==================== pattern_pwm_mc
**config.mk**
```make
export PLATFORM = sky130hd
export DESIGN_NAME = pattern_pwm_mc
export DESIGN_NICKNAME = d
export VERILOG_FILES = /design/src/rtl/pattern_pwm_mc.sv
export SDC_FILE = /design/constraint.sdc
export NUM_CORES = 1
export LEC_CHECK = 0
export CAP_MARGIN = 20
export CORE_MARGIN = 2
export CORE_UTILIZATION = 51
export CTS_BUF_LIST = sky130_fd_sc_hd__clkbuf_8
export DETAILED_ROUTE_END_ITERATION = 10
export MAX_ROUTING_LAYER = met4
export PLACE_DENSITY = 0.77
export SLEW_MARGIN = 0
export SYNTH_ARGS = -nofsm -noshare
export SYNTH_HDL_FRONTEND = slang
export SYNTH_SLANG_ARGS = --single-unit
```
**constraint.sdc**
```tcl
create_clock -name clk -period 3.2 [get_ports clk]
set_input_delay 0.64 -clock clk [delete_from_list [all_inputs] [get_ports clk]]
set_output_delay 0.64 -clock clk [all_outputs]
set_load 0.005 [all_outputs]
```
**src/rtl/pattern_pwm_mc.sv**
```systemverilog
// pattern_pwm_mc: multi-channel pattern shifter with one shared sequencer.
// Every channel shifts its own PAT_W-bit pattern in lockstep. Bit period,
// repeat count, continuous mode with graceful stop and bit order are
// latched at start. Runs always end on a pattern boundary.
module pattern_pwm_mc #(
  parameter int CH    = 4,
  parameter int PAT_W = 8,
  parameter int RPT_W = 8,
  parameter int DIV_W = 16
) (
  input  logic                  clk,
  input  logic                  rst,
  input  logic                  start,
  input  logic                  stop,
  input  logic                  cont,
  input  logic                  lsb_first,
  input  logic [DIV_W-1:0]      bit_div,
  input  logic [RPT_W-1:0]      rpt_num,
  input  logic [CH*PAT_W-1:0]   pat,
  input  logic [CH-1:0]         idle_lvl,
  output logic [CH-1:0]         pwm_out,
  output logic                  busy,
  output logic                  done,
  output logic                  pat_wrap
);

  localparam int IDX_W = (PAT_W > 1) ? $clog2(PAT_W) : 1;
  localparam logic [IDX_W-1:0] IDX_LAST = IDX_W'(PAT_W - 1);

  localparam logic [0:0] S_IDLE = 1'b0;
  localparam logic [0:0] S_RUN  = 1'b1;

  logic [0:0]          state_q, state_d;
  logic [DIV_W-1:0]    div_cnt_q, div_cnt_d;
  logic [IDX_W-1:0]    bit_idx_q, bit_idx_d;
  logic [RPT_W-1:0]    rpt_cnt_q, rpt_cnt_d;
  logic                stop_pend_q, stop_pend_d;
  logic                done_q, done_d;
  logic [CH-1:0]       pwm_q, pwm_d;

  // Configuration captured at start; the run never looks at the live inputs.
  logic                cont_q, cont_d;
  logic                lsb_q, lsb_d;
  logic [DIV_W-1:0]    div_q, div_d;
  logic [RPT_W-1:0]    rpt_num_q, rpt_num_d;
  logic [CH*PAT_W-1:0] pat_q, pat_d;

  logic                running;
  logic                div_end;
  logic                bit_end;
  logic                boundary;
  logic                end_run;
  logic [IDX_W-1:0]    next_idx;
  logic [IDX_W-1:0]    next_pos;
  logic                src_lsb;
  logic [CH*PAT_W-1:0] src_pat;
  logic [CH-1:0]       next_bits;

  assign running  = (state_q == S_RUN);
  assign div_end  = (div_cnt_q == div_q);
  assign bit_end  = (bit_idx_q == IDX_LAST);
  assign boundary = running && div_end && bit_end;
  // A stop seen in the boundary cycle itself still ends this pattern.
  assign end_run  = boundary &&
                    ((!cont_q && (rpt_cnt_q == rpt_num_q)) || stop_pend_q || stop);

  // Bit index that will be on the pins next cycle (0 when a run is launched).
  always_comb begin
    next_idx = '0;
    if (running) begin
      if (!div_end)
        next_idx = bit_idx_q;
      else if (!bit_end)
        next_idx = bit_idx_q + IDX_W'(1);
    end
  end

  // At launch the shadows are not loaded yet, so the first bit comes from the inputs.
  assign src_lsb  = running ? lsb_q : lsb_first;
  assign src_pat  = running ? pat_q : pat;
  assign next_pos = src_lsb ? next_idx : (IDX_LAST - next_idx);

  generate
    for (genvar gi = 0; gi < CH; gi++) begin : g_ch
      logic [PAT_W-1:0] ch_pat;
      assign ch_pat        = src_pat[gi*PAT_W +: PAT_W];
      assign next_bits[gi] = ch_pat[next_pos];
    end
  endgenerate

  // Sequencer next-state: launch, counter stepping, end-of-run decision.
  always_comb begin
    state_d     = state_q;
    div_cnt_d   = div_cnt_q;
    bit_idx_d   = bit_idx_q;
    rpt_cnt_d   = rpt_cnt_q;
    stop_pend_d = stop_pend_q;
    done_d      = 1'b0;
    pwm_d       = pwm_q;
    cont_d      = cont_q;
    lsb_d       = lsb_q;
    div_d       = div_q;
    rpt_num_d   = rpt_num_q;
    pat_d       = pat_q;
    case (state_q)
      S_IDLE: begin
        pwm_d = idle_lvl;
        if (start) begin
          cont_d      = cont;
          lsb_d       = lsb_first;
          div_d       = bit_div;
          rpt_num_d   = rpt_num;
          pat_d       = pat;
          div_cnt_d   = '0;
          bit_idx_d   = '0;
          rpt_cnt_d   = '0;
          stop_pend_d = 1'b0;
          pwm_d       = next_bits;
          state_d     = S_RUN;
        end
      end
      S_RUN: begin
        pwm_d = next_bits;
        if (stop)
          stop_pend_d = 1'b1;
        if (div_end) begin
          div_cnt_d = '0;
          if (bit_end) begin
            bit_idx_d = '0;
            if (end_run) begin
              state_d = S_IDLE;
              done_d  = 1'b1;
              pwm_d   = idle_lvl;
            end else begin
              // Compared before incrementing, so all-ones never overflows early.
              rpt_cnt_d = rpt_cnt_q + RPT_W'(1);
            end
          end else begin
            bit_idx_d = bit_idx_q + IDX_W'(1);
          end
        end else begin
          div_cnt_d = div_cnt_q + DIV_W'(1);
        end
      end
      default: state_d = S_IDLE;
    endcase
  end

  // State, counters, shadows and registered outputs; reset clears all at once.
  always_ff @(posedge clk or posedge rst) begin
    if (rst) begin
      state_q     <= S_IDLE;
      div_cnt_q   <= '0;
      bit_idx_q   <= '0;
      rpt_cnt_q   <= '0;
      stop_pend_q <= 1'b0;
      done_q      <= 1'b0;
      pwm_q       <= '0;
      cont_q      <= 1'b0;
      lsb_q       <= 1'b0;
      div_q       <= '0;
      rpt_num_q   <= '0;
      pat_q       <= '0;
    end else begin
      state_q     <= state_d;
      div_cnt_q   <= div_cnt_d;
      bit_idx_q   <= bit_idx_d;
      rpt_cnt_q   <= rpt_cnt_d;
      stop_pend_q <= stop_pend_d;
      done_q      <= done_d;
      pwm_q       <= pwm_d;
      cont_q      <= cont_d;
      lsb_q       <= lsb_d;
      div_q       <= div_d;
      rpt_num_q   <= rpt_num_d;
      pat_q       <= pat_d;
    end
  end

  assign pwm_out  = pwm_q;
  assign busy     = running;
  assign done     = done_q;
  assign pat_wrap = boundary;

endmodule

```
Figure 1. Power grid (pattern_pwm_mc).
Scale bar: 20 microns. Pins as bars on the die edge.
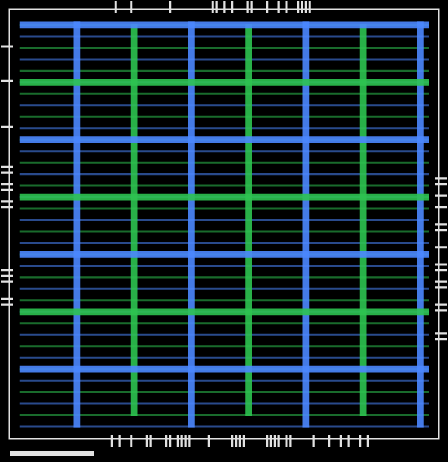
VDD: in green. VSS: in blue.
7 straps on met5. 73 signal pins sit on the boundary. The core has 35 rows. 7 straps on met4.

Figure 2. Nets reached from selected ports (pattern_pwm_mc).
Scale bar: 20 microns.
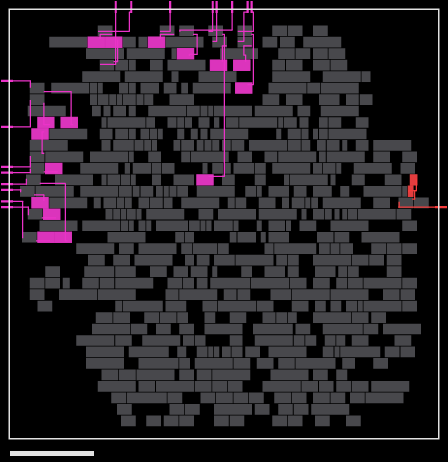
stop: in red, bits 1, direction input, end cells 2, buffers 1, wire 17.6 microns. bit_div: in magenta, bits 16, direction input, end cells 16, buffers 16, wire 283 microns.

==> run notes <==
run metrics: count of distinct cell types in the synthesized netlist 47, number of levels the H-tree was split into 3, clock tree sinks between 90 and 100, fin. max-slew vios 0, met3 Use GR approximately 5.0%, Largest Pwr Group registers, Fin Hold WS 0.5076 ns, outcome finished, final reports clean, number of standard cells after synthesis roughly 400, Top Ports between 70 and 80, number of clock-tree buffers in the layout 9, endpoint of the most critical setup path pat_wrap, met2 Usage GRT between 30 and 40%, number of placed instances with taps included between 500 and 600, TritonCTS clock tree yes, Dominant Register Cell dfrtp_1, required time reported for the critical path endpoint between 2 and 3 ns, Hold/Removal Path Class reg -> reg, Pwr Total between 2 and 3 mW, biggest area consumer among synthesized cells dfrtp_1, clock skew after layout around 0.012 ns, Worst path top cell family by delay simple AND/OR/NAND/NOR gates, xor/xnor cell area share of the yosys netlist under 10%, logic depth of the worst register-to-register path 9, Core Box Area between 9000 and 10000 sq um, Reg-to-Reg Start div_cnt_q[8]$_DFFE_PP0P_, fraction of power spent switching nets a little under 30%, top comb family, area multiplexers, number of logic inverters in the finished layout 5

==================== uart_tx_arbiter
Figure 3. Placement by cell class (uart_tx_arbiter).
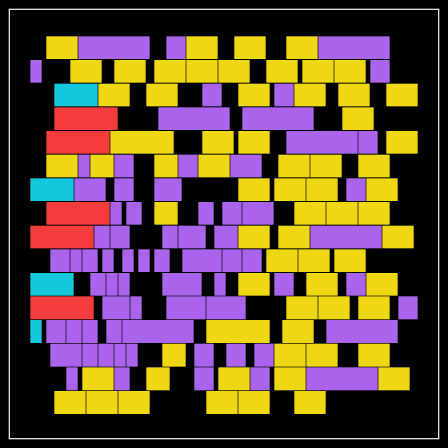
Figure 4. Nets reached from selected ports (uart_tx_arbiter).
Scale bar: 10 microns.
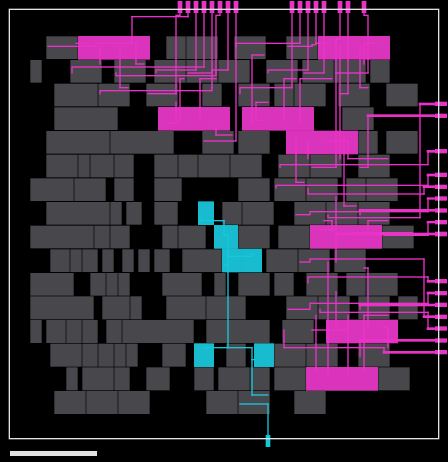
**config.mk**
```make
export PLATFORM = sky130hd
export DESIGN_NAME = uart_tx_arbiter
export DESIGN_NICKNAME = d
export VERILOG_FILES = /design/src/rtl/uart_pkg.sv /design/src/rtl/rr_select.sv /design/src/rtl/uart_tx_arbiter.sv
export SDC_FILE = /design/constraint.sdc
export NUM_CORES = 1
export LEC_CHECK = 0
export CORE_MARGIN = 2
export CORE_UTILIZATION = 35
export CTS_BUF_LIST = sky130_fd_sc_hd__clkbuf_8
export CTS_CLUSTER_SIZE = 28
export DETAILED_ROUTE_END_ITERATION = 7
export PLACE_DENSITY_LB_ADDON = 0.12
export SLEW_MARGIN = 0
export SYNTH_ARGS = -nofsm -noshare
export SYNTH_HDL_FRONTEND = slang
export SYNTH_HIERARCHICAL = 1
export SYNTH_SLANG_ARGS = --single-unit
export TNS_END_PERCENT = 5
```
**constraint.sdc**
```tcl
create_clock -name clk -period 2.2 [get_ports clk]
set_input_delay 0.22 -clock clk [delete_from_list [all_inputs] [get_ports clk]]
set_output_delay 0.22 -clock clk [all_outputs]
set_load 0.01 [all_outputs]
```
**src/rtl/uart_pkg.sv**
```systemverilog
// Shared definitions for the UART transmit path: byte width, clock/baud
// defaults and the arbiter state encoding.
package uart_pkg;

    localparam int UART_BYTE_W = 8;
    localparam int CLK_HZ      = 27_000_000;
    localparam int BAUD        = 115_200;

    // Watchdog default is 100 ms of system clock; BIT_CYCLES is one UART bit time.
    localparam int DEFAULT_TIMEOUT_CYCLES = CLK_HZ / 10;
    localparam int BIT_CYCLES             = CLK_HZ / BAUD;

    typedef enum logic {
        IDLE = 1'b0,
        SEND = 1'b1
    } arb_state_e;

endpackage

```
**src/rtl/rr_select.sv**
```systemverilog
// Rotating-priority pick: returns the first valid requester at or after
// rr_ptr (wrapping), plus a flag saying whether any requester is valid.
module rr_select #(
    parameter int NUM_REQ = 4,
    parameter int IW      = $clog2(NUM_REQ)
) (
    input  logic [NUM_REQ-1:0] req_valid,
    input  logic [IW-1:0]      rr_ptr,
    output logic [IW-1:0]      winner,
    output logic               any
);

    logic [IW-1:0] idx;

    always_comb begin
        winner = '0;
        any    = 1'b0;
        idx    = '0;
        for (int unsigned j = 0; j < NUM_REQ; j++) begin
            idx = IW'((32'(rr_ptr) + j) % NUM_REQ);
            if (!any && req_valid[idx]) begin
                any    = 1'b1;
                winner = idx;
            end
        end
    end

endmodule

```
**src/rtl/uart_tx_arbiter.sv**
```systemverilog
// Round-robin packet arbiter in front of a byte-level UART transmitter.
// Optional stall watchdog enabled with `define UART_ARB_TIMEOUT_EN.
module uart_tx_arbiter
    import uart_pkg::*;
#(
    parameter int NUM_REQ        = 4,
    parameter int TIMEOUT_CYCLES = DEFAULT_TIMEOUT_CYCLES
) (
    input  logic                           clk,
    input  logic                           rst,
    input  logic [NUM_REQ-1:0]             req_valid,
    input  logic [UART_BYTE_W*NUM_REQ-1:0] req_data,
    input  logic [NUM_REQ-1:0]             req_last,
    output logic [NUM_REQ-1:0]             req_ready,
    output logic                           tx_valid,
    output logic [UART_BYTE_W-1:0]         tx_data,
    input  logic                           tx_ready,
    output logic [NUM_REQ-1:0]             grant,
    output logic                           busy,
    output logic                           timeout
);

    localparam int IW = $clog2(NUM_REQ);

    if (NUM_REQ < 2 || NUM_REQ > 8) begin : g_bad_num_req
        $error("uart_tx_arbiter: NUM_REQ must be in 2..8");
    end
    if (TIMEOUT_CYCLES < 2) begin : g_bad_timeout
        $error("uart_tx_arbiter: TIMEOUT_CYCLES must be at least 2");
    end

    arb_state_e             state, state_next;
    logic [IW-1:0]          owner, rr_ptr, ptr_after_owner, winner;
    logic                   any_req, xfer, last_xfer, wd_fire;
    logic [UART_BYTE_W-1:0] req_bytes [NUM_REQ];

    rr_select #(
        .NUM_REQ (NUM_REQ)
    ) u_rr_select (
        .req_valid (req_valid),
        .rr_ptr    (rr_ptr),
        .winner    (winner),
        .any       (any_req)
    );

    always_comb begin
        for (int unsigned i = 0; i < NUM_REQ; i++) begin
            req_bytes[i] = req_data[i*UART_BYTE_W +: UART_BYTE_W];
        end
    end

    always_comb begin
        xfer            = (state == SEND) && req_valid[owner] && tx_ready;
        last_xfer       = xfer && req_last[owner];
        ptr_after_owner = (owner == IW'(NUM_REQ - 1)) ? '0 : owner + 1'b1;
    end

`ifdef UART_ARB_TIMEOUT_EN
    localparam int            CW       = $clog2(TIMEOUT_CYCLES);
    localparam logic [CW-1:0] WD_LIMIT = CW'(TIMEOUT_CYCLES - 1);

    logic [CW-1:0] wd_cnt;

    assign wd_fire = (state == SEND) && !xfer && (wd_cnt == WD_LIMIT);

    always_ff @(posedge clk) begin
        if (rst || state != SEND || xfer || wd_fire) begin
            wd_cnt <= '0;
        end else begin
            wd_cnt <= wd_cnt + 1'b1;
        end
    end
`else
    assign wd_fire = 1'b0;
`endif

    always_comb begin
        state_next = state;
        case (state)
            IDLE:    if (any_req)              state_next = SEND;
            SEND:    if (last_xfer || wd_fire) state_next = IDLE;
            default:                           state_next = IDLE;
        endcase
    end

    // Outputs are forced low during reset even if the state is still SEND.
    always_comb begin
        req_ready = '0;
        tx_valid  = 1'b0;
        tx_data   = '0;
        grant     = '0;
        busy      = 1'b0;
        timeout   = 1'b0;
        if (!rst && state == SEND) begin
            grant[owner]     = 1'b1;
            busy             = 1'b1;
            tx_valid         = req_valid[owner];
            tx_data          = req_bytes[owner];
            req_ready[owner] = tx_ready;
            timeout          = wd_fire;
        end
    end

    always_ff @(posedge clk) begin
        if (rst) begin
            state  <= IDLE;
            owner  <= '0;
            rr_ptr <= '0;
        end else begin
            state <= state_next;
            if (state == IDLE && any_req) begin
                owner <= winner;
            end
            if (last_xfer || wd_fire) begin
                rr_ptr <= ptr_after_owner;
            end
        end
    end

endmodule

```
==> run notes <==
run metrics: clock tree sinks 5, Tap Count 27, Clk network pwr share about a third, reported sequential group power slightly above 0.1 mW, register clock-pin slew on the reported worst setup and hold paths approximately 0.030 ns, largest cell class by area buffers, TritonCTS clock tree yes, Multi-input gate area ~560 sq um, crit-path cells buf_12 -> mux4_2 -> and2_1 -> clkdlybuf4s50_1, maximum single-stage delay on the critical path around 0.53 ns, required time reported for the critical path endpoint a little under 2 ns, number of logic inverters in the finished layout 7, hold-critical path endpoint rr_ptr[1]$_SDFFE_PP0P_, number of endpoints with negative hold slack in the final report 0, fill cell count roughly 150, hold bufs inserted after CTS 0, outcome finished, final reports clean, fin. max-slew vios 0, DRC 0
## Picture notes: Figure 3
all other logic: in purple, cells 71, share of their area 42%. clock drivers and dummy loads: in cyan, cells 4, share of their area 3.2%. flip-flops: in red, cells 5, share of their area 7.1%. other buffers and delay cells: in yellow, cells 67, share of their area 48%.
final instance area: 1445 sq um
std cell rows: 16

## Picture notes: Figure 4
req_data: in magenta, bits 32, direction input, end cells 8, buffers 32, wire 672 microns. tx_ready: in cyan, bits 1, direction input, end cells 6, buffers 1, wire 41.8 microns.



==> notes/layouts.md <==
Pictures saved along the way, in no particular order.

Track usage over the die.
panel A
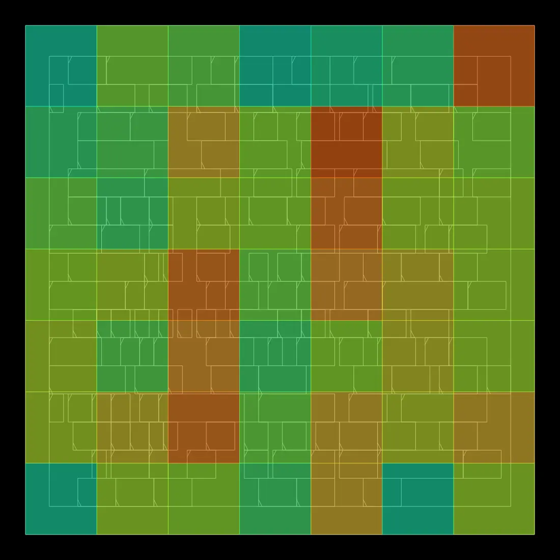
panel B
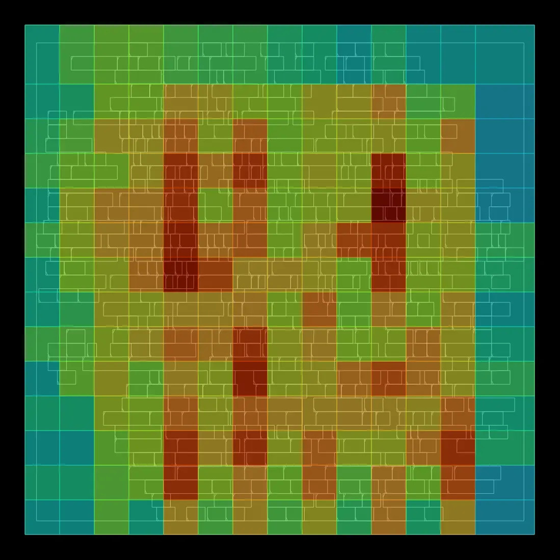
Panel B comes from pattern_pwm_mc.
Panel A comes from uart_tx_arbiter.

Power and IR drop assume default switching activity.
